=== design 1 ===
**Design 1: signal wires on met3**

The bar under the picture is 50 microns long.
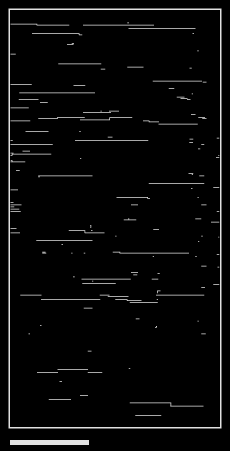

**src/rtl/iir_seq_pkg.sv**
```systemverilog
// Shared types and constants for the time-multiplexed IIR MAC sequencer.
// Optional build macro: IIR_SAT_EN (saturating accumulator and feedback).
package iir_seq_pkg;

  localparam int ORDER    = 8;
  localparam int W_IN     = 8;
  localparam int W_COEF   = 8;
  localparam int ACC_W    = 2*W_IN+4;
  localparam int NUM_TAPS = 2*ORDER;
  localparam int TAP_W    = $clog2(NUM_TAPS);

  localparam logic [3:0] CFG_B0 = 4'd0;
  localparam logic [3:0] CFG_A1 = 4'd8;

  typedef enum logic [1:0] {
    IDLE,
    MAC,
    OUT
  } state_t;

  function automatic logic signed [W_COEF-1:0] default_coef(
    input logic [3:0] idx
  );
    logic signed [W_COEF-1:0] c;
    unique case (idx)
      4'd0:    c = 8'sd4;
      4'd1:    c = 8'sd22;
      4'd2:    c = 8'sd65;
      4'd3:    c = 8'sd110;
      4'd4:    c = 8'sd110;
      4'd5:    c = 8'sd65;
      4'd6:    c = 8'sd22;
      4'd7:    c = 8'sd6;
      4'd8:    c = 8'sd25;
      4'd9:    c = -8'sd70;
      4'd10:   c = 8'sd99;
      4'd11:   c = -8'sd85;
      4'd12:   c = 8'sd47;
      4'd13:   c = -8'sd16;
      4'd14:   c = 8'sd4;
      default: c = 8'sd1;
    endcase
    return c;
  endfunction

endpackage

```
**src/rtl/iir_mac_unit.sv**
```systemverilog
// Shared signed multiplier + accumulator; also derives the feedback sample.
// Optional build macro: IIR_SAT_EN (saturating accumulator and feedback).
module iir_mac_unit
  import iir_seq_pkg::*;
(
  input  logic                     clock,
  input  logic                     reset,
  input  logic                     clear,
  input  logic                     en,
  input  logic signed [W_IN-1:0]   sample,
  input  logic signed [W_COEF-1:0] coef,
  input  logic signed [ACC_W-1:0]  fb_src,
  output logic signed [ACC_W-1:0]  acc,
  output logic signed [ACC_W-1:0]  acc_next,
  output logic signed [W_IN-1:0]   fb
);

  localparam int PW = W_IN + W_COEF;

  logic signed [PW-1:0]    prod;
  logic signed [ACC_W-1:0] prod_ext;

  assign prod     = sample * coef;
  assign prod_ext = {{(ACC_W-PW){prod[PW-1]}}, prod};

`ifdef IIR_SAT_EN
  logic signed [ACC_W:0]    sum;
  logic        [ACC_W-W_IN:0] upper;

  assign sum   = {acc[ACC_W-1], acc} + {prod_ext[ACC_W-1], prod_ext};
  assign upper = fb_src[ACC_W-1:W_IN-1];

  always_comb begin
    acc_next = sum[ACC_W-1:0];
    if (sum[ACC_W] != sum[ACC_W-1])
      acc_next = sum[ACC_W] ? {1'b1, {(ACC_W-1){1'b0}}}
                            : {1'b0, {(ACC_W-1){1'b1}}};
  end

  // out_data keeps full precision; only the stored history is clamped
  always_comb begin
    fb = fb_src[W_IN-1:0];
    if (!(&upper) && (|upper))
      fb = fb_src[ACC_W-1] ? {1'b1, {(W_IN-1){1'b0}}}
                           : {1'b0, {(W_IN-1){1'b1}}};
  end
`else
  logic unused_fb;

  assign acc_next  = acc + prod_ext;
  assign fb        = fb_src[W_IN-1:0];
  assign unused_fb = ^fb_src[ACC_W-1:W_IN];
`endif

  always_ff @(posedge clock) begin
    if (reset || clear)
      acc <= '0;
    else if (en)
      acc <= acc_next;
  end

endmodule

```
**src/rtl/iir_mac_sequencer.sv**
```systemverilog
// 8th-order direct-form IIR: one MAC swept over 16 taps per sample.
// Optional build macro: IIR_SAT_EN (saturating accumulator and feedback).
module iir_mac_sequencer
  import iir_seq_pkg::*;
(
  input  logic                     clock,
  input  logic                     reset,
  input  logic signed [W_IN-1:0]   in_data,
  input  logic                     in_valid,
  output logic                     in_ready,
  output logic signed [ACC_W-1:0]  out_data,
  output logic                     out_valid,
  input  logic                     out_ready,
  input  logic                     cfg_we,
  input  logic [3:0]               cfg_addr,
  input  logic signed [W_COEF-1:0] cfg_data,
  output logic                     cfg_err,
  input  logic                     flush
);

  state_t state, state_nxt;

  logic [TAP_W-1:0]         tap;
  logic signed [W_COEF-1:0] coef [NUM_TAPS];
  // hist[0]=x0, hist[1..7]=x[1..7], hist[8..15]=y[1..8]
  logic signed [W_IN-1:0]   hist [NUM_TAPS];

  logic                     accept;
  logic                     last;
  logic                     handshake;
  logic signed [ACC_W-1:0]  acc;
  logic signed [ACC_W-1:0]  acc_next;
  logic signed [W_IN-1:0]   fb;

  assign in_ready  = (state == IDLE) && !flush;
  assign accept    = in_ready && in_valid;
  assign last      = (state == MAC) && (tap == TAP_W'(NUM_TAPS-1));
  assign handshake = (state == OUT) && out_ready && !flush;

  always_ff @(posedge clock) begin
    if (reset)
      state <= IDLE;
    else
      state <= state_nxt;
  end

  always_comb begin
    state_nxt = state;
    unique case (state)
      IDLE:    if (accept) state_nxt = MAC;
      MAC:     if (last) state_nxt = OUT;
      OUT:     if (out_ready) state_nxt = IDLE;
      default: state_nxt = IDLE;
    endcase
    if (flush)
      state_nxt = IDLE;
  end

  always_ff @(posedge clock) begin
    if (reset) begin
      for (int i = 0; i < NUM_TAPS; i++)
        coef[i] <= default_coef(4'(i));
      cfg_err <= 1'b0;
    end else begin
      cfg_err <= cfg_we && !flush && (state != IDLE);
      if (cfg_we && !flush && (state == IDLE))
        coef[cfg_addr] <= cfg_data;
    end
  end

  always_ff @(posedge clock) begin
    if (reset || flush) begin
      for (int i = 0; i < NUM_TAPS; i++)
        hist[i] <= '0;
    end else if (accept) begin
      hist[0] <= in_data;
    end else if (handshake) begin
      for (int i = 1; i < ORDER; i++)
        hist[i] <= hist[i-1];
      hist[ORDER] <= fb;
      for (int i = ORDER+1; i < NUM_TAPS; i++)
        hist[i] <= hist[i-1];
    end
  end

  always_ff @(posedge clock) begin
    if (reset) begin
      tap       <= '0;
      out_valid <= 1'b0;
      out_data  <= '0;
    end else if (flush) begin
      tap       <= '0;
      out_valid <= 1'b0;
    end else begin
      if (accept)
        tap <= '0;
      else if (state == MAC)
        tap <= tap + 1'b1;
      if (last) begin
        out_data  <= acc_next;
        out_valid <= 1'b1;
      end else if (handshake) begin
        out_valid <= 1'b0;
      end
    end
  end

  iir_mac_unit u_mac (
    .clock    (clock),
    .reset    (reset),
    .clear    (accept),
    .en       (state == MAC),
    .sample   (hist[tap]),
    .coef     (coef[tap]),
    .fb_src   (out_data),
    .acc      (acc),
    .acc_next (acc_next),
    .fb       (fb)
  );

endmodule

```
**config.mk**
```make
export PLATFORM = sky130hd
export DESIGN_NAME = iir_mac_sequencer
export DESIGN_NICKNAME = d
export VERILOG_FILES = /design/src/rtl/iir_seq_pkg.sv /design/src/rtl/iir_mac_unit.sv /design/src/rtl/iir_mac_sequencer.sv
export SDC_FILE = /design/constraint.sdc
export NUM_CORES = 1
export LEC_CHECK = 0
export CAP_MARGIN = 0
export CELL_PAD_IN_SITES_DETAIL_PLACEMENT = 1
export CELL_PAD_IN_SITES_GLOBAL_PLACEMENT = 2
export CORE_ASPECT_RATIO = 2
export CORE_UTILIZATION = 50
export CTS_CLUSTER_DIAMETER = 30
export DETAILED_ROUTE_END_ITERATION = 8
export DONT_BUFFER_PORTS = 1
export PLACE_DENSITY_LB_ADDON = 0.1
export SYNTH_ARGS = -nofsm -noshare
export SYNTH_HDL_FRONTEND = slang
export SYNTH_SLANG_ARGS = --single-unit
export TNS_END_PERCENT = 50
```
**constraint.sdc**
```tcl
create_clock -name clock -period 10.8 [get_ports clock]
set_clock_uncertainty 0.2 [all_clocks]
set_input_delay 2.16 -clock clock [delete_from_list [all_inputs] [get_ports clock]]
set_output_delay 2.16 -clock clock [all_outputs]
set_load 0.01 [all_outputs]
```
=== design 2 ===
--- src/rtl/text_console_pkg.sv ---
// Shared constants and types for the text console write-side sequencer:
// control codes, printable range, default attribute and FSM state encoding.
package text_console_pkg;

  localparam int ADDR_W = 10;

  localparam logic [7:0] CC_BS = 8'h08;
  localparam logic [7:0] CC_LF = 8'h0A;
  localparam logic [7:0] CC_FF = 8'h0C;
  localparam logic [7:0] CC_CR = 8'h0D;

  localparam logic [7:0] PRINT_LO = 8'h20;
  localparam logic [7:0] PRINT_HI = 8'h7E;

  localparam logic [7:0] DEFAULT_ATTR = 8'h07;

  typedef enum logic {
    RUN   = 1'b0,
    CLEAR = 1'b1
  } state_e;

  function automatic logic is_printable(input logic [7:0] c);
    return (c >= PRINT_LO) && (c <= PRINT_HI);
  endfunction

endpackage

--- src/rtl/text_console_ctrl_cursor.sv ---
// Cursor column/row counters for the text console. Operations are one-hot by
// intent; priority is home > newline > cr > back > advance.
module text_cursor #(
  parameter int COLS  = 30,
  parameter int ROWS  = 17,
  parameter int COL_W = 5,
  parameter int ROW_W = 5
) (
  input  logic             clk,
  input  logic             rst_n,
  input  logic             advance,
  input  logic             newline,
  input  logic             cr,
  input  logic             back,
  input  logic             home,
  output logic [COL_W-1:0] col,
  output logic [ROW_W-1:0] row
);

  logic [COL_W-1:0] col_q, col_d;
  logic [ROW_W-1:0] row_q, row_d;
  logic [ROW_W-1:0] row_inc;

  // Rows wrap to the top; there is no scrolling.
  assign row_inc = (row_q == ROW_W'(ROWS - 1)) ? '0 : row_q + ROW_W'(1);

  // NOTE: every variable assigned in always_comb gets a default first so no
  // path leaves it unassigned, which would otherwise infer a latch.
  always_comb begin
    col_d = col_q;
    row_d = row_q;
    if (home) begin
      col_d = '0;
      row_d = '0;
    end else if (newline) begin
      col_d = '0;
      row_d = row_inc;
    end else if (cr) begin
      col_d = '0;
    end else if (back) begin
      if (col_q != '0) col_d = col_q - COL_W'(1);
    end else if (advance) begin
      if (col_q == COL_W'(COLS - 1)) begin
        col_d = '0;
        row_d = row_inc;
      end else begin
        col_d = col_q + COL_W'(1);
      end
    end
  end

  // NOTE: sequential state uses non-blocking assignments so every flop samples
  // its inputs from before the clock edge, regardless of statement order.
  always_ff @(posedge clk or negedge rst_n) begin
    if (!rst_n) begin
      col_q <= '0;
      row_q <= '0;
    end else begin
      col_q <= col_d;
      row_q <= row_d;
    end
  end

  assign col = col_q;
  assign row = row_q;

endmodule

--- src/rtl/text_console_ctrl.sv ---
// Write-side sequencer for the 1024x16 text RAM port A: decodes a byte stream,
// tracks the cursor and runs the clear-screen fill. Optional build macro
// TEXT_CONSOLE_CLEAR_ON_RESET_EN starts with a clear (attr 8'h07) after reset.
module text_console_ctrl
  import text_console_pkg::*;
#(
  parameter int         COLS       = 30,
  parameter int         ROWS       = 17,
  parameter int         ROW_STRIDE = 32,
  parameter logic [7:0] BLANK_CHAR = 8'h20
) (
  input  logic        clk,
  input  logic        rst_n,
  input  logic [7:0]  in_data,
  input  logic        in_valid,
  output logic        in_ready,
  input  logic [7:0]  attr,
  output logic [9:0]  ram_ada,
  output logic [15:0] ram_din,
  output logic        ram_cea,
  output logic        busy,
  output logic [4:0]  cur_col,
  output logic [4:0]  cur_row
);

  localparam int COL_W = $clog2(ROW_STRIDE);
  localparam int ROW_W = ADDR_W - COL_W;
  localparam logic [ADDR_W-1:0] FILL_LAST = ADDR_W'(ROWS * ROW_STRIDE - 1);

`ifdef TEXT_CONSOLE_CLEAR_ON_RESET_EN
  localparam state_e RST_STATE = CLEAR;
  localparam logic   RST_READY = 1'b0;
`else
  localparam state_e RST_STATE = RUN;
  localparam logic   RST_READY = 1'b1;
`endif

  state_e             state_q, state_d;
  logic [ADDR_W-1:0]  fill_cnt_q, fill_cnt_d;
  logic [7:0]         fill_attr_q, fill_attr_d;
  logic [ADDR_W-1:0]  ram_ada_q, ram_ada_d;
  logic [15:0]        ram_din_q, ram_din_d;
  logic               ram_cea_q, ram_cea_d;
  logic               busy_q, busy_d;
  logic               in_ready_q, in_ready_d;

  logic               op_advance, op_newline, op_cr, op_back, op_home;
  logic [COL_W-1:0]   col;
  logic [ROW_W-1:0]   row;

  text_cursor #(
    .COLS  (COLS),
    .ROWS  (ROWS),
    .COL_W (COL_W),
    .ROW_W (ROW_W)
  ) u_cursor (
    .clk     (clk),
    .rst_n   (rst_n),
    .advance (op_advance),
    .newline (op_newline),
    .cr      (op_cr),
    .back    (op_back),
    .home    (op_home),
    .col     (col),
    .row     (row)
  );

  always_comb begin
    state_d     = state_q;
    fill_cnt_d  = fill_cnt_q;
    fill_attr_d = fill_attr_q;
    ram_ada_d   = ram_ada_q;
    ram_din_d   = ram_din_q;
    ram_cea_d   = 1'b0;
    op_advance  = 1'b0;
    op_newline  = 1'b0;
    op_cr       = 1'b0;
    op_back     = 1'b0;
    op_home     = 1'b0;

    unique case (state_q)
      RUN: begin
        // in_ready_q mirrors RUN, so in_valid alone marks an accept here.
        if (in_valid) begin
          if (is_printable(in_data)) begin
            ram_ada_d  = {row, col};
            ram_din_d  = {attr, in_data};
            ram_cea_d  = 1'b1;
            op_advance = 1'b1;
          end else begin
            case (in_data)
              CC_CR: op_cr = 1'b1;
              CC_LF: op_newline = 1'b1;
              CC_BS: begin
                if (col != '0) begin
                  op_back   = 1'b1;
                  ram_ada_d = {row, col - COL_W'(1)};
                  ram_din_d = {attr, BLANK_CHAR};
                  ram_cea_d = 1'b1;
                end
              end
              CC_FF: begin
                fill_attr_d = attr;
                fill_cnt_d  = '0;
                state_d     = CLEAR;
              end
              default: ;
            endcase
          end
        end
      end
      CLEAR: begin
        // Fill covers the whole stride, off-screen columns included.
        ram_ada_d = fill_cnt_q;
        ram_din_d = {fill_attr_q, BLANK_CHAR};
        ram_cea_d = 1'b1;
        if (fill_cnt_q == FILL_LAST) begin
          op_home = 1'b1;
          state_d = RUN;
        end else begin
          fill_cnt_d = fill_cnt_q + ADDR_W'(1);
        end
      end
    endcase

    busy_d     = (state_d == CLEAR);
    in_ready_d = (state_d == RUN);
  end

  always_ff @(posedge clk or negedge rst_n) begin
    if (!rst_n) begin
      state_q     <= RST_STATE;
      fill_cnt_q  <= '0;
      fill_attr_q <= DEFAULT_ATTR;
      ram_ada_q   <= '0;
      ram_din_q   <= '0;
      ram_cea_q   <= 1'b0;
      busy_q      <= 1'b0;
      in_ready_q  <= RST_READY;
    end else begin
      state_q     <= state_d;
      fill_cnt_q  <= fill_cnt_d;
      fill_attr_q <= fill_attr_d;
      ram_ada_q   <= ram_ada_d;
      ram_din_q   <= ram_din_d;
      ram_cea_q   <= ram_cea_d;
      busy_q      <= busy_d;
      in_ready_q  <= in_ready_d;
    end
  end

  assign ram_ada  = ram_ada_q;
  assign ram_din  = ram_din_q;
  assign ram_cea  = ram_cea_q;
  assign busy     = busy_q;
  assign in_ready = in_ready_q;
  assign cur_col  = 5'(col);
  assign cur_row  = 5'(row);

endmodule

--- config.mk ---
export PLATFORM = sky130hd
export DESIGN_NAME = text_console_ctrl
export DESIGN_NICKNAME = d
export VERILOG_FILES = /design/src/rtl/text_console_pkg.sv /design/src/rtl/text_console_ctrl_cursor.sv /design/src/rtl/text_console_ctrl.sv
export SDC_FILE = /design/constraint.sdc
export NUM_CORES = 1
export LEC_CHECK = 0
export CORE_ASPECT_RATIO = 2
export CORE_UTILIZATION = 56
export DETAILED_ROUTE_END_ITERATION = 7
export PLACE_DENSITY = 0.83
export SKIP_LAST_GASP = 1
export SLEW_MARGIN = 0
export SYNTH_ARGS = -nofsm -noshare
export SYNTH_HDL_FRONTEND = slang
export SYNTH_SLANG_ARGS = --single-unit
export TNS_END_PERCENT = 30
--- constraint.sdc ---
create_clock -name clk -period 3.4 [get_ports clk]
set_input_delay 1.02 -clock clk [delete_from_list [all_inputs] [get_ports clk]]
set_output_delay 1.02 -clock clk [all_outputs]
set_load 0.01 [all_outputs]
=== design 3 ===
File: src/rtl/hr_window_ctrl.sv
// Heart-rate measurement window sequencer: gated 1 s prescaler, beat edge counter,
// and conversion of the windowed count to beats-per-minute on a valid/ack handshake.
module hr_window_ctrl #(
  parameter int unsigned TICK_DIV = 50000000,
  parameter int unsigned WINDOW_S = 15,
  parameter int unsigned CNT_W    = 8,
  parameter int unsigned BPM_W    = 10
) (
  input  logic             clk,
  input  logic             rst_n,
  input  logic             start,
  input  logic             abort,
  input  logic             beat,
  output logic             tick_1hz,
  output logic             busy,
  output logic [7:0]       sec_left,
  output logic [BPM_W-1:0] bpm,
  output logic             bpm_valid,
  input  logic             bpm_ack,
  output logic             overflow
);

  localparam int unsigned PRE_W  = $clog2(TICK_DIV);
  localparam int unsigned MULT   = 60 / WINDOW_S;
  localparam int unsigned PROD_W = CNT_W + 7;
  localparam int unsigned SAT_W  = (PROD_W > BPM_W) ? PROD_W : BPM_W;

  localparam logic [PRE_W-1:0] PRE_LAST = PRE_W'(TICK_DIV - 1);
  localparam logic [CNT_W-1:0] CNT_MAX  = '1;
  localparam logic [BPM_W-1:0] BPM_MAX  = '1;
  localparam logic [7:0]       SEC_INIT = 8'(WINDOW_S);

  typedef enum logic [1:0] {
    S_IDLE    = 2'd0,
    S_ARM     = 2'd1,
    S_MEASURE = 2'd2,
    S_REPORT  = 2'd3
  } state_e;

  state_e             state_q, state_d;
  logic [PRE_W-1:0]   prescaler_q, prescaler_d;
  logic [CNT_W-1:0]   beat_cnt_q, beat_cnt_d;
  logic               beat_q, beat_d;
  logic               tick_q, tick_d;
  logic               busy_q, busy_d;
  logic [7:0]         sec_left_q, sec_left_d;
  logic [BPM_W-1:0]   bpm_q, bpm_d;
  logic               bpm_valid_q, bpm_valid_d;
  logic               overflow_q, overflow_d;

  logic               beat_edge_c;
  logic               tick_now_c;
  logic               final_tick_c;
  logic [CNT_W-1:0]   cnt_inc_c;
  logic [PROD_W-1:0]  prod_c;
  logic [SAT_W-1:0]   prod_wide_c;
  logic [BPM_W-1:0]   bpm_sat_c;

  // Event decode; the final count includes an edge landing on the last tick.
  always_comb begin
    beat_edge_c  = beat & ~beat_q;
    tick_now_c   = (state_q == S_MEASURE) && (prescaler_q == PRE_LAST);
    final_tick_c = tick_now_c && (sec_left_q == 8'd1);
    cnt_inc_c    = (beat_edge_c && (beat_cnt_q != CNT_MAX)) ? beat_cnt_q + CNT_W'(1)
                                                             : beat_cnt_q;
    prod_c       = PROD_W'(cnt_inc_c) * PROD_W'(MULT);
    prod_wide_c  = SAT_W'(prod_c);
    bpm_sat_c    = (prod_wide_c > SAT_W'(BPM_MAX)) ? BPM_MAX : BPM_W'(prod_wide_c);
  end

  // State register.
  always_ff @(posedge clk) begin
    if (!rst_n) begin
      state_q <= S_IDLE;
    end else begin
      state_q <= state_d;
    end
  end

  // Next-state logic; abort outranks tick handling, start is seen only in IDLE.
  always_comb begin
    state_d = state_q;
    case (state_q)
      S_IDLE:    if (start) state_d = S_ARM;
      S_ARM:     state_d = abort ? S_IDLE : S_MEASURE;
      S_MEASURE: begin
        if (abort) begin
          state_d = S_IDLE;
        end else if (final_tick_c) begin
          state_d = S_REPORT;
        end
      end
      S_REPORT:  if (bpm_ack) state_d = S_IDLE;
      default:   state_d = S_IDLE;
    endcase
  end

  // Datapath and registered-output next values.
  always_comb begin
    prescaler_d = '0;
    beat_cnt_d  = beat_cnt_q;
    beat_d      = beat;
    sec_left_d  = sec_left_q;
    bpm_d       = bpm_q;
    overflow_d  = overflow_q;
    busy_d      = (state_d == S_ARM) || (state_d == S_MEASURE);
    bpm_valid_d = (state_d == S_REPORT);
    tick_d      = 1'b0;

    case (state_q)
      S_ARM: begin
        if (abort) begin
          sec_left_d = '0;
        end else begin
          beat_cnt_d = '0;
          overflow_d = 1'b0;
          sec_left_d = SEC_INIT;
        end
      end
      S_MEASURE: begin
        if (abort) begin
          sec_left_d = '0;
        end else begin
          prescaler_d = tick_now_c ? '0 : prescaler_q + PRE_W'(1);
          beat_cnt_d  = cnt_inc_c;
          if (beat_edge_c && (beat_cnt_q == CNT_MAX)) begin
            overflow_d = 1'b1;
          end
          if (final_tick_c) begin
            sec_left_d = '0;
            bpm_d      = bpm_sat_c;
          end else if (tick_now_c) begin
            sec_left_d = sec_left_q - 8'd1;
          end
        end
      end
      default: ;
    endcase

    // Registered pulse lines up with the cycle in which the prescaler shows its last count.
    tick_d = (state_d == S_MEASURE) && (prescaler_d == PRE_LAST);
  end

  // Datapath registers.
  always_ff @(posedge clk) begin
    if (!rst_n) begin
      prescaler_q <= '0;
      beat_cnt_q  <= '0;
      beat_q      <= 1'b0;
      tick_q      <= 1'b0;
      busy_q      <= 1'b0;
      sec_left_q  <= '0;
      bpm_q       <= '0;
      bpm_valid_q <= 1'b0;
      overflow_q  <= 1'b0;
    end else begin
      prescaler_q <= prescaler_d;
      beat_cnt_q  <= beat_cnt_d;
      beat_q      <= beat_d;
      tick_q      <= tick_d;
      busy_q      <= busy_d;
      sec_left_q  <= sec_left_d;
      bpm_q       <= bpm_d;
      bpm_valid_q <= bpm_valid_d;
      overflow_q  <= overflow_d;
    end
  end

  assign tick_1hz  = tick_q;
  assign busy      = busy_q;
  assign sec_left  = sec_left_q;
  assign bpm       = bpm_q;
  assign bpm_valid = bpm_valid_q;
  assign overflow  = overflow_q;

endmodule

File: config.mk
export PLATFORM = sky130hd
export DESIGN_NAME = hr_window_ctrl
export DESIGN_NICKNAME = d
export VERILOG_FILES = /design/src/rtl/hr_window_ctrl.sv
export SDC_FILE = /design/constraint.sdc
export NUM_CORES = 1
export LEC_CHECK = 0
export CAP_MARGIN = 10
export CORE_MARGIN = 1
export CORE_UTILIZATION = 39
export CTS_CLUSTER_DIAMETER = 80
export DETAILED_ROUTE_END_ITERATION = 8
export HOLD_SLACK_MARGIN = 0.03
export PLACE_DENSITY = 0.59
export SLEW_MARGIN = 20
export SYNTH_ARGS = -nofsm -noshare
export SYNTH_HDL_FRONTEND = slang
export SYNTH_SLANG_ARGS = --single-unit
File: constraint.sdc
create_clock -name clk -period 3.63 [get_ports clk]
set_input_delay 0.5445 -clock clk [delete_from_list [all_inputs] [get_ports clk]]
set_output_delay 0.5445 -clock clk [all_outputs]
set_load 0.02 [all_outputs]
=== design 4 ===
==> config.mk <==
export PLATFORM = sky130hd
export DESIGN_NAME = uart_rx
export DESIGN_NICKNAME = d
export VERILOG_FILES = /design/src/rtl/uart_rx.sv
export SDC_FILE = /design/constraint.sdc
export NUM_CORES = 1
export LEC_CHECK = 0
export CORE_ASPECT_RATIO = 1.2
export CORE_UTILIZATION = 60
export DETAILED_ROUTE_END_ITERATION = 8
export DONT_BUFFER_PORTS = 1
export PLACE_DENSITY = 0.75
export SLEW_MARGIN = 0
export SYNTH_ARGS = -nofsm -noshare
export SYNTH_HDL_FRONTEND = slang
export SYNTH_SLANG_ARGS = --single-unit
==> constraint.sdc <==
create_clock -name clk -period 2.51 [get_ports clk]
set_clock_uncertainty 0.2 [all_clocks]
set_input_delay 0.502 -clock clk [delete_from_list [all_inputs] [get_ports clk]]
set_output_delay 0.502 -clock clk [all_outputs]
set_load 0.005 [all_outputs]
==> src/rtl/uart_rx.sv <==
// rtl/uart_rx.sv - 16x-oversampling UART receiver, LSB first, one stop bit (optional UART_RX_MAJORITY_EN: 2-of-3 centre voting)
module uart_rx #(
    parameter int DATA_BITS = 8
) (
    input  logic                 clk,
    input  logic                 rst_n,
    input  logic                 baud_tick_16x,
    input  logic                 rx_line,
    output logic [DATA_BITS-1:0] rx_data,
    output logic                 rx_valid,
    output logic                 rx_busy,
    output logic                 frame_err
);

    localparam logic [2:0] S_IDLE      = 3'd0;
    localparam logic [2:0] S_START     = 3'd1;
    localparam logic [2:0] S_DATA      = 3'd2;
    localparam logic [2:0] S_STOP      = 3'd3;
    localparam logic [2:0] S_WAIT_IDLE = 3'd4;

    localparam int               IDX_W    = (DATA_BITS > 1) ? $clog2(DATA_BITS) : 1;
    localparam logic [IDX_W-1:0] LAST_IDX = IDX_W'(DATA_BITS - 1);

    logic                 sync_ff1;
    logic                 rxs;
    logic [2:0]           state;
    logic [2:0]           state_nxt;
    logic [3:0]           cnt;
    logic [IDX_W-1:0]     bit_idx;
    logic [DATA_BITS-1:0] shift_reg;
    logic [DATA_BITS:0]   shift_wide;
    logic                 end_tick;
    logic                 centre_tick;
    logic                 centre_sample;

    // Last tick of a bit period: the counter is about to wrap.
    assign end_tick   = baud_tick_16x && (cnt == 4'd15);

    // New sample enters at the MSB so that after DATA_BITS shifts the first (LSB) bit sits at bit 0.
    assign shift_wide = {centre_sample, shift_reg};

`ifdef UART_RX_MAJORITY_EN
    logic samp6;
    logic samp7;

    // Decide on the cnt==8 tick using the samples from ticks 6, 7 and the live value at tick 8.
    assign centre_tick   = baud_tick_16x && (cnt == 4'd8);
    assign centre_sample = (samp6 & samp7) | (samp6 & rxs) | (samp7 & rxs);

    // Capture the two early votes; idle-high reset keeps a fresh start from voting low.
    always_ff @(posedge clk or negedge rst_n) begin
        if (!rst_n) begin
            samp6 <= 1'b1;
            samp7 <= 1'b1;
        end else if (baud_tick_16x) begin
            if (cnt == 4'd6) samp6 <= rxs;
            if (cnt == 4'd7) samp7 <= rxs;
        end
    end
`else
    // Single sample taken on the 8th tick of the bit period.
    assign centre_tick   = baud_tick_16x && (cnt == 4'd7);
    assign centre_sample = rxs;
`endif

    // Two-flop synchronizer; both flops reset high so reset release looks like an idle line.
    always_ff @(posedge clk or negedge rst_n) begin
        if (!rst_n) begin
            sync_ff1 <= 1'b1;
            rxs      <= 1'b1;
        end else begin
            sync_ff1 <= rx_line;
            rxs      <= sync_ff1;
        end
    end

    // Next-state decode for the frame walker.
    always_comb begin
        state_nxt = state;
        case (state)
            S_IDLE: begin
                if (!rxs) state_nxt = S_START;
            end
            S_START: begin
                if (centre_tick && centre_sample) state_nxt = S_IDLE;
                else if (end_tick)                state_nxt = S_DATA;
            end
            S_DATA: begin
                if (end_tick && (bit_idx == LAST_IDX)) state_nxt = S_STOP;
            end
            S_STOP: begin
                if (centre_tick) state_nxt = centre_sample ? S_IDLE : S_WAIT_IDLE;
            end
            S_WAIT_IDLE: begin
                if (rxs) state_nxt = S_IDLE;
            end
            default: state_nxt = S_IDLE;
        endcase
    end

    // State register with busy flag registered alongside it.
    always_ff @(posedge clk or negedge rst_n) begin
        if (!rst_n) begin
            state   <= S_IDLE;
            rx_busy <= 1'b0;
        end else begin
            state   <= state_nxt;
            rx_busy <= (state_nxt != S_IDLE);
        end
    end

    // Tick counter: held at zero while idle so a detected start edge begins a clean bit period.
    always_ff @(posedge clk or negedge rst_n) begin
        if (!rst_n) begin
            cnt <= 4'd0;
        end else if (state == S_IDLE) begin
            cnt <= 4'd0;
        end else if (baud_tick_16x) begin
            cnt <= cnt + 4'd1;
        end
    end

    // Bit index and shift register for the data bits.
    always_ff @(posedge clk or negedge rst_n) begin
        if (!rst_n) begin
            bit_idx   <= '0;
            shift_reg <= '0;
        end else begin
            if (state == S_START && end_tick) begin
                bit_idx <= '0;
            end else if (state == S_DATA && end_tick && (bit_idx != LAST_IDX)) begin
                bit_idx <= bit_idx + 1'b1;
            end
            if (state == S_DATA && centre_tick) begin
                shift_reg <= shift_wide[DATA_BITS:1];
            end
        end
    end

    // Stop-bit verdict: publish the word with a one-cycle strobe, or pulse a framing error.
    always_ff @(posedge clk or negedge rst_n) begin
        if (!rst_n) begin
            rx_data   <= '0;
            rx_valid  <= 1'b0;
            frame_err <= 1'b0;
        end else begin
            rx_valid  <= 1'b0;
            frame_err <= 1'b0;
            if (state == S_STOP && centre_tick) begin
                if (centre_sample) begin
                    rx_data  <= shift_reg;
                    rx_valid <= 1'b1;
                end else begin
                    frame_err <= 1'b1;
                end
            end
        end
    end

endmodule
**Design 4: signal wires on met2**

The bar under the picture is 10 microns long.
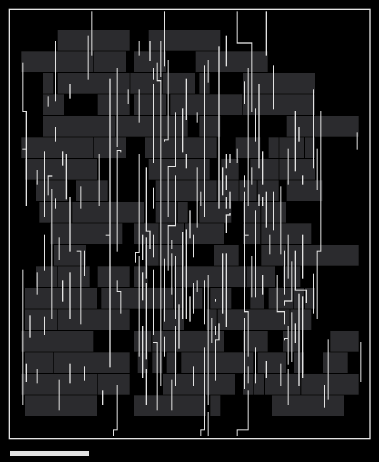
longest straight run: 38.6 microns
wire length on this layer: 977 microns
share of all routed wire: 50%
main direction: vertical

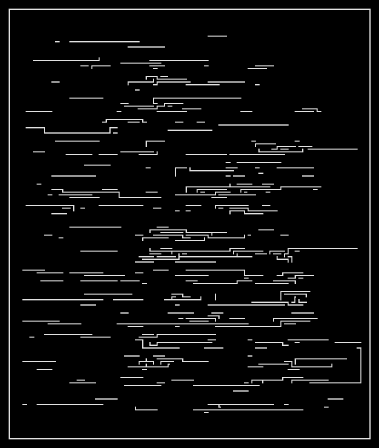
**Above:** design 4 (signal wires on met1).
share of all routed wire: 44%
longest straight run: 16.6 microns
wire length on this layer: 852 microns
nets with wire on the layer: 108
main direction: horizontal

==> reports/summary.log, design 4 <==
qor: global_route.grt-ovfl-total 0
qor: clocking.ctsRootBufferMaster sky130_fd_sc_hd__clkbuf_4
qor: cells_and_area.finish.utilization 0.699
qor: setup_path.cp_top_family simple AND/OR/NAND/NOR gates
qor: sta.achievable_freq 0.465 GHz
qor: floorplanning.width_of_the_die 45.5 microns
qor: logic_synthesis.synth.cellmix.adderShare 0.0276
qor: run_status.status finished clean
qor: floorplanning.floorplanUtilization 0.649
qor: setup_path.criticalPathCategory reg -> reg
qor: global_route.most_used_layer_global_route met2
qor: sta.relSlewSlack 0.606
qor: routing.detail_route.wirelength.met1 852 microns
qor: sta.tightestPinTransition 587 ps
qor: setup_path.cpPeakStageDelay 580 ps
qor: setup_path.combined_buffer_and_inverter_count_along_the_critical_path 0
qor: cells_and_area.clock_area_frac 0.0333
qor: clocking.clock_transition_at_the_registers_of_the_reported_paths 90 ps
qor: min_path.hold_path.class in -> reg
qor: power.p_total 1.21 mW
qor: logic_synthesis.synth.logic.top_family multiplexers
qor: clocking.post-cts-setup-buffer-count 0
## design 4: power groups by stage
stage	Combinational, mW	Sequential, mW	Clock (mW)
CTS	0.267	0.686	0.268
global placement	0.242	0.692	0
global route	0.297	0.701	0.289
detailed placement	0.249	0.698	0
finish	0.263	0.686	0.259
floorplan	0.276	0.627	0
## design 4: stage by stage
stage | setup slack [ps] | cell area, sq um
floorplan | 545 | 1360
global placement | 400 | 1380
detailed placement | 379 | 1380
CTS | 346 | 1460
global route | 236 | 1460
finish | 360 | 1460
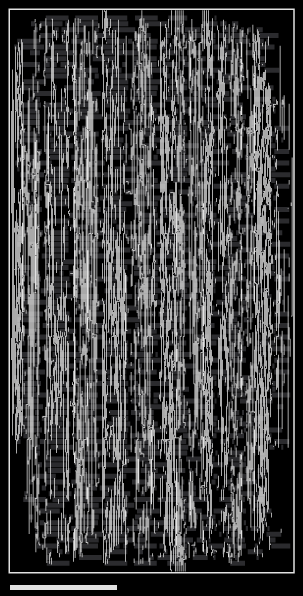
**Above:** design 1 (signal wires on met2).
The bar under the picture is 50 microns long.
share of all routed wire: 60%
main direction: vertical

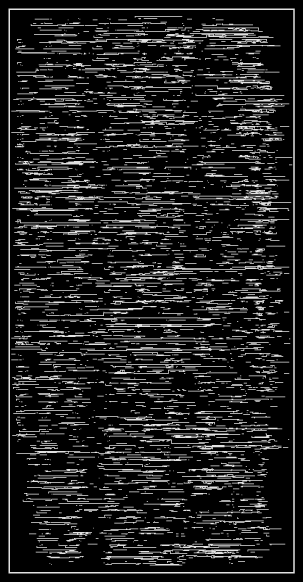
**Above:** design 1 (signal wires on met1).
longest straight run: 54.3 microns
share of all routed wire: 33%
nets with wire on the layer: 1395
main direction: horizontal

## Picture notes: 'signal wires on met3' of design 1
wire length on this layer: 1270 microns
longest straight run: 47.6 microns
main direction: horizontal
nets with wire on the layer: 70

==> reports/summary.log, design 1 <==
qor: clocking.tritoncts_num_sinks 308
qor: cells_and_area.finish.utilization 0.565
qor: logic_synthesis.count_of_library_flops_with_an_enable_pin 256
qor: place.dp_hpwl 32400 microns
qor: clocking.tritoncts built
qor: logic_synthesis.synth_top_cell_by_area sky130_fd_sc_hd__edfxtp_1
qor: sta.final_min_period_over_clock_period 0.720
qor: power.ir_drop 0.138 mV
qor: place.placedInstanceArea 0.0175 sq mm
qor: floorplanning.width_of_the_die 133 microns
qor: cells_and_area.layout.cell_area.non_filler 0.0190 sq mm
qor: logic_synthesis.ys_warn_count 0
qor: clocking.insertion_delay 550 ps
qor: logic_synthesis.synth.cells.most_frequent sky130_fd_sc_hd__edfxtp_1 (256), sky130_fd_sc_hd__and2_1 (233), sky130_fd_sc_hd__fa_1 (88), sky130_fd_sc_hd__nand2_1 (88), sky130_fd_sc_hd__inv_1 (84)
qor: sta.final_critical_path_setup_slack 3020 ps
qor: power.pwr.group.sequential 1.35 mW
qor: setup_path.cp-start-kind flip-flop
qor: logic_synthesis.yosys_most_used_dff sky130_fd_sc_hd__edfxtp_1
qor: logic_synthesis.synth.yosys.num_cells 1294
qor: cells_and_area.final_net_count 1444
qor: setup_path.r2r_cells 17
qor: routing.detail_route.wirelength.met1 14600 microns
qor: run_status.status finished clean
==> design 1: flip-flops by register name (all words and copies together) (netlist names), named ones only <==
register and count:
u_mac.acc 20, state 2, tap 4, hist 128, cfg_err 1, coef 128, out_valid 1, out_data 20
==> design 1: layer usage <==
metal  track usage  vias up
met5             0        -
met4         0.121        0
met3        0.0304       94
met2         0.542      184
met1         0.263     5183
li1              -     4545
==> design 1: final cells by class <==
type,count,area (sq um),area share
sequential,308,8730,0.459
multi-input combinational,825,7760,0.408
clock buffer,56,1230,0.0646
tap,436,546,0.0287
inverter,88,330,0.0174
clock inverter,26,308,0.0162
timing repair buffer,16,120,0.00631
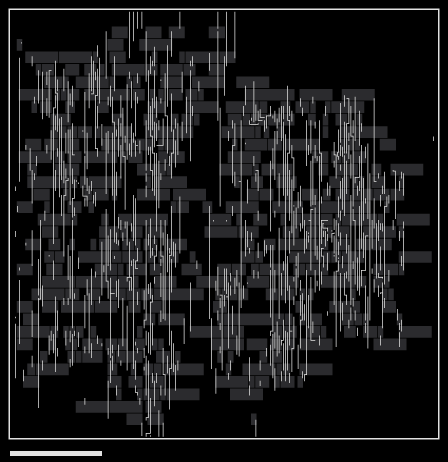
**Above:** design 3 (signal wires on met2).
The bar under the picture is 20 microns long.
nets with wire on the layer: 345
wire length on this layer: 3290 microns
share of all routed wire: 46%
longest straight run: 40.8 microns
main direction: vertical

==> reports/summary.log, design 3 <==
qor: place.portBuffers 25
qor: cells_and_area.final_layout_size_suffix_gt1_frac 0.0969
qor: setup_path.worstPathMaxFanout 6
qor: sta.tightestPinTransition 652 ps
qor: routing.wl_per_cell 13.8 microns
qor: setup_path.criticalPathCategory reg -> reg
qor: place.detailedPlace.worstSlack 210 ps
qor: clocking.number_of_hold_buffers_added_after_cts 0
qor: logic_synthesis.post_synth_main_area_contributors sky130_fd_sc_hd__dfxtp_1 (35%), sky130_fd_sc_hd__nor2_1 (7.6%), sky130_fd_sc_hd__xnor2_1 (5.1%)
qor: cells_and_area.area_added_between_synthesis_and_finish 17.8%
qor: routing.post_route_drc_violation_count 0
qor: place.placedInstanceArea 0.00355 sq mm
qor: place.dp_hpwl 5090 microns
qor: setup_path.cpPeakStageDelay 430 ps
qor: setup_path.crit_chain ha_1 -> nor4bb_1 -> nand2_1 -> nor4_4 -> a221oi_1 -> o21ai_0 -> ha_1 -> nand4_1 -> nor3_1 -> o211ai_1 -> or4_1 -> nor4_1
qor: setup_path.setup.worst_path.end_class flip-flop
qor: logic_synthesis.synthesis.area 0.00325 sq mm
qor: cells_and_area.final_net_count 424
qor: setup_path.worst-endpoint-required 3870 ps
qor: floorplanning.top_level_ports 28
qor: setup_path.cp-start-kind flip-flop
qor: cells_and_area.comb-cell-share 0.502
qor: run_status.status finished clean
qor: logic_synthesis.netlist.top_cell.by_instances sky130_fd_sc_hd__nor2_1
qor: sta.hold_viol_final 0
-- design 3: state kept, by name (all words and copies together), names as in the netlist --
signal,count
state_q,2
bpm,8
sec_left,8
tick_1hz,1
busy,1
bpm_valid,1
overflow,1
beat_q,1
prescaler_q,26
beat_cnt_q,8
-- design 3: where the power goes --
group	switching, mW	internal (mW)
sequential	0.0156	0.640
clock	0.265	0.562
combinational	0.0750	0.0603
total	0.356	1.26
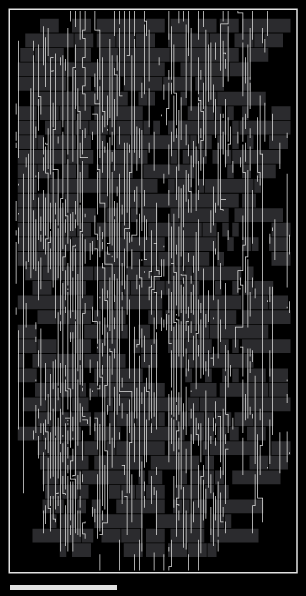
**Above:** design 2 (signal wires on met2).
The bar under the picture is 20 microns long.
wire length on this layer: 4180 microns
nets with wire on the layer: 357
longest straight run: 59.5 microns
main direction: vertical
share of all routed wire: 56%

==> reports/summary.log, design 2 <==
qor: run_status.status finished clean
qor: logic_synthesis.synth.cellmix.adderShare 0.0295
qor: job.tool_warnings 30
qor: cells_and_area.fillers 360
qor: logic_synthesis.synthesis.area 0.00297 sq mm
qor: setup_path.setup.worst_path.end_class flip-flop
qor: logic_synthesis.yosys_most_used_dff sky130_fd_sc_hd__dfrtp_1
qor: place.dp_hpwl 5590 microns
qor: cells_and_area.non_clock_buffers 74
qor: floorplanning.top_level_ports 58
qor: cells_and_area.final.clkbuf_count 11
qor: setup_path.worst-endpoint-required 3610 ps
qor: clocking.clock_transition_at_the_registers_of_the_reported_paths 70 ps
qor: logic_synthesis.yosysSeqAreaShare 0.482
qor: routing.firstDrtPassIters 5
qor: power.p_comb_frac 0.308
qor: sta.final_min_period_over_clock_period 0.878
qor: power.ir_drop 0.470 mV
qor: min_path.hold_path.class reg -> reg
qor: min_path.hold-path-cell-count 2
qor: setup_path.r2r_setup_slack 890 ps
qor: sta.holdWs 459 ps
qor: cells_and_area.layout.non_clock_inverters 9
[design 2: critical path, stage by stage]
cell and delay, ps:
sky130_fd_sc_hd__clkdlybuf4s50_1 440, sky130_fd_sc_hd__or4_4 570, sky130_fd_sc_hd__or4_4 580, sky130_fd_sc_hd__a2111oi_4 380
sky130_fd_sc_hd__xnor2_1 150, sky130_fd_sc_hd__nor2_1 50
[design 2: flip-flops by register name, indices dropped and copies added (netlist names)]
name	flops
u_cursor.row	5
in_ready	1
fill_cnt_q	10
ram_cea	1
fill_attr_q	8
ram_ada	10
u_cursor.col	5
busy	1
ram_din	16

## Gallery

Signal wires on met4.
image #1
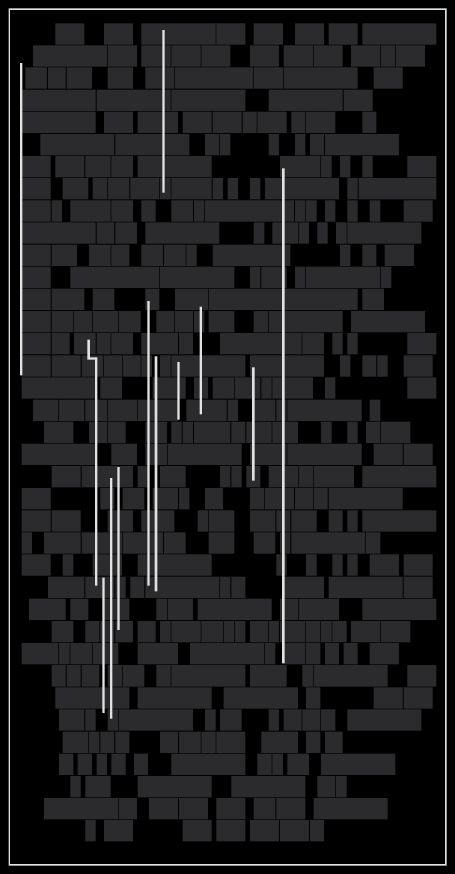
image #2
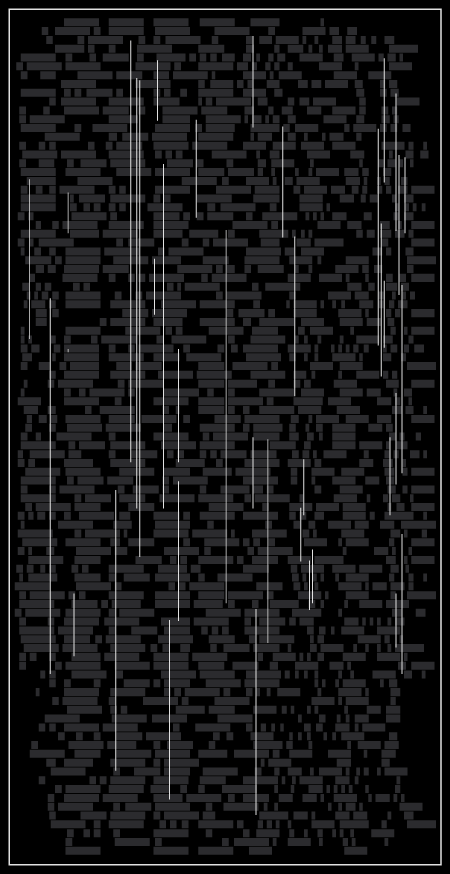
image #3
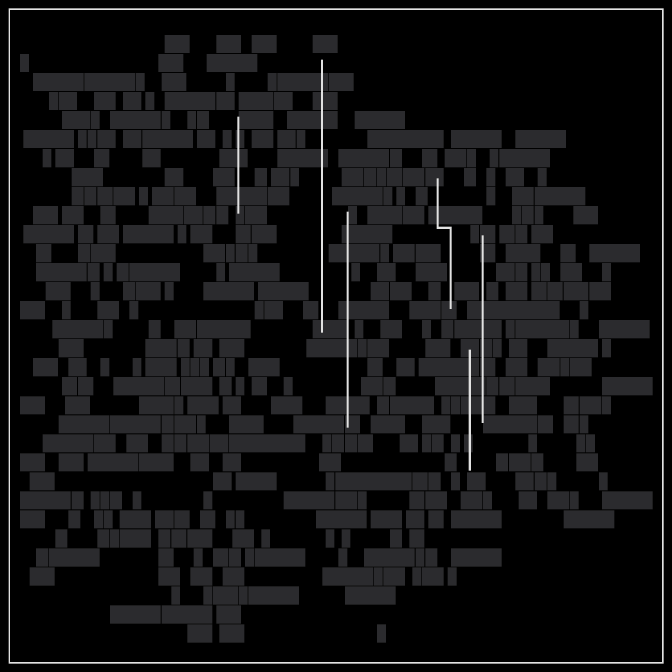
| picture | from |
|---|---|
| image #3 | design 3 |
| image #2 | design 1 |
| image #1 | design 2 |

Key to image #1:
wire length on this layer: 311 microns
share of all routed wire: 4.2%
nets with wire on the layer: 12
longest straight run: 60.5 microns
main direction: vertical



## Gallery

Signal wires on met3.
The bar under the picture is 20 microns long.
Plate I
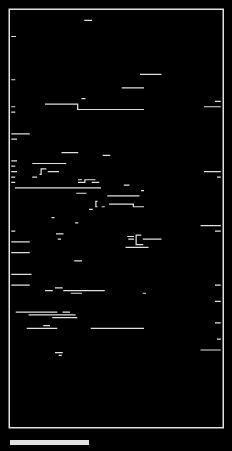
Plate II
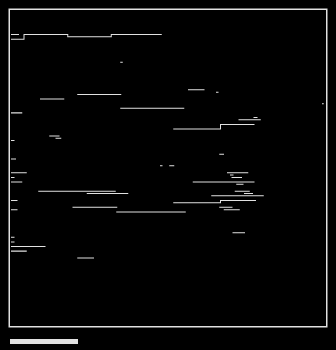
- Plate II = design 3
- Plate I = design 2
The one with the largest die is Plate II.


==> notes/layouts.md <==
Pictures saved along the way, in no particular order.

Congestion heat map.
(a)
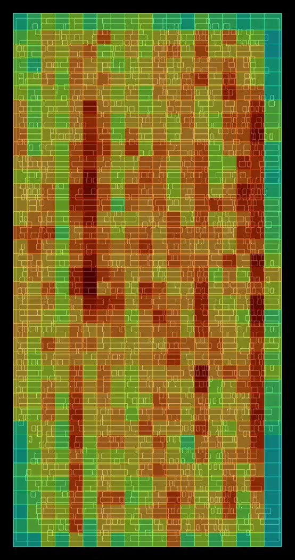
(b)
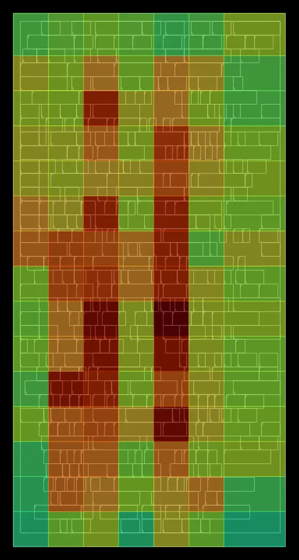
(c)
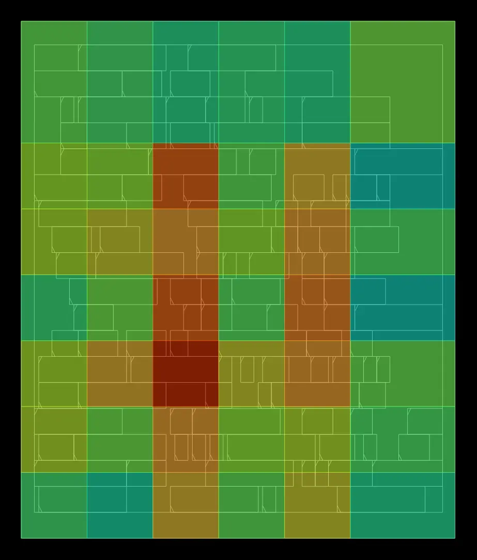
(d)
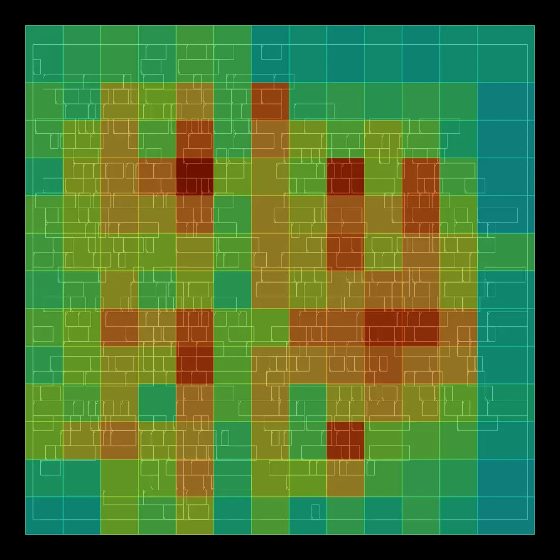
The one with the lowest utilization is (d).
The one with the most wire per cell is (a).
(c): design 4
(b): design 2
(d): design 3
(a): design 1

Power and IR drop assume default switching activity.
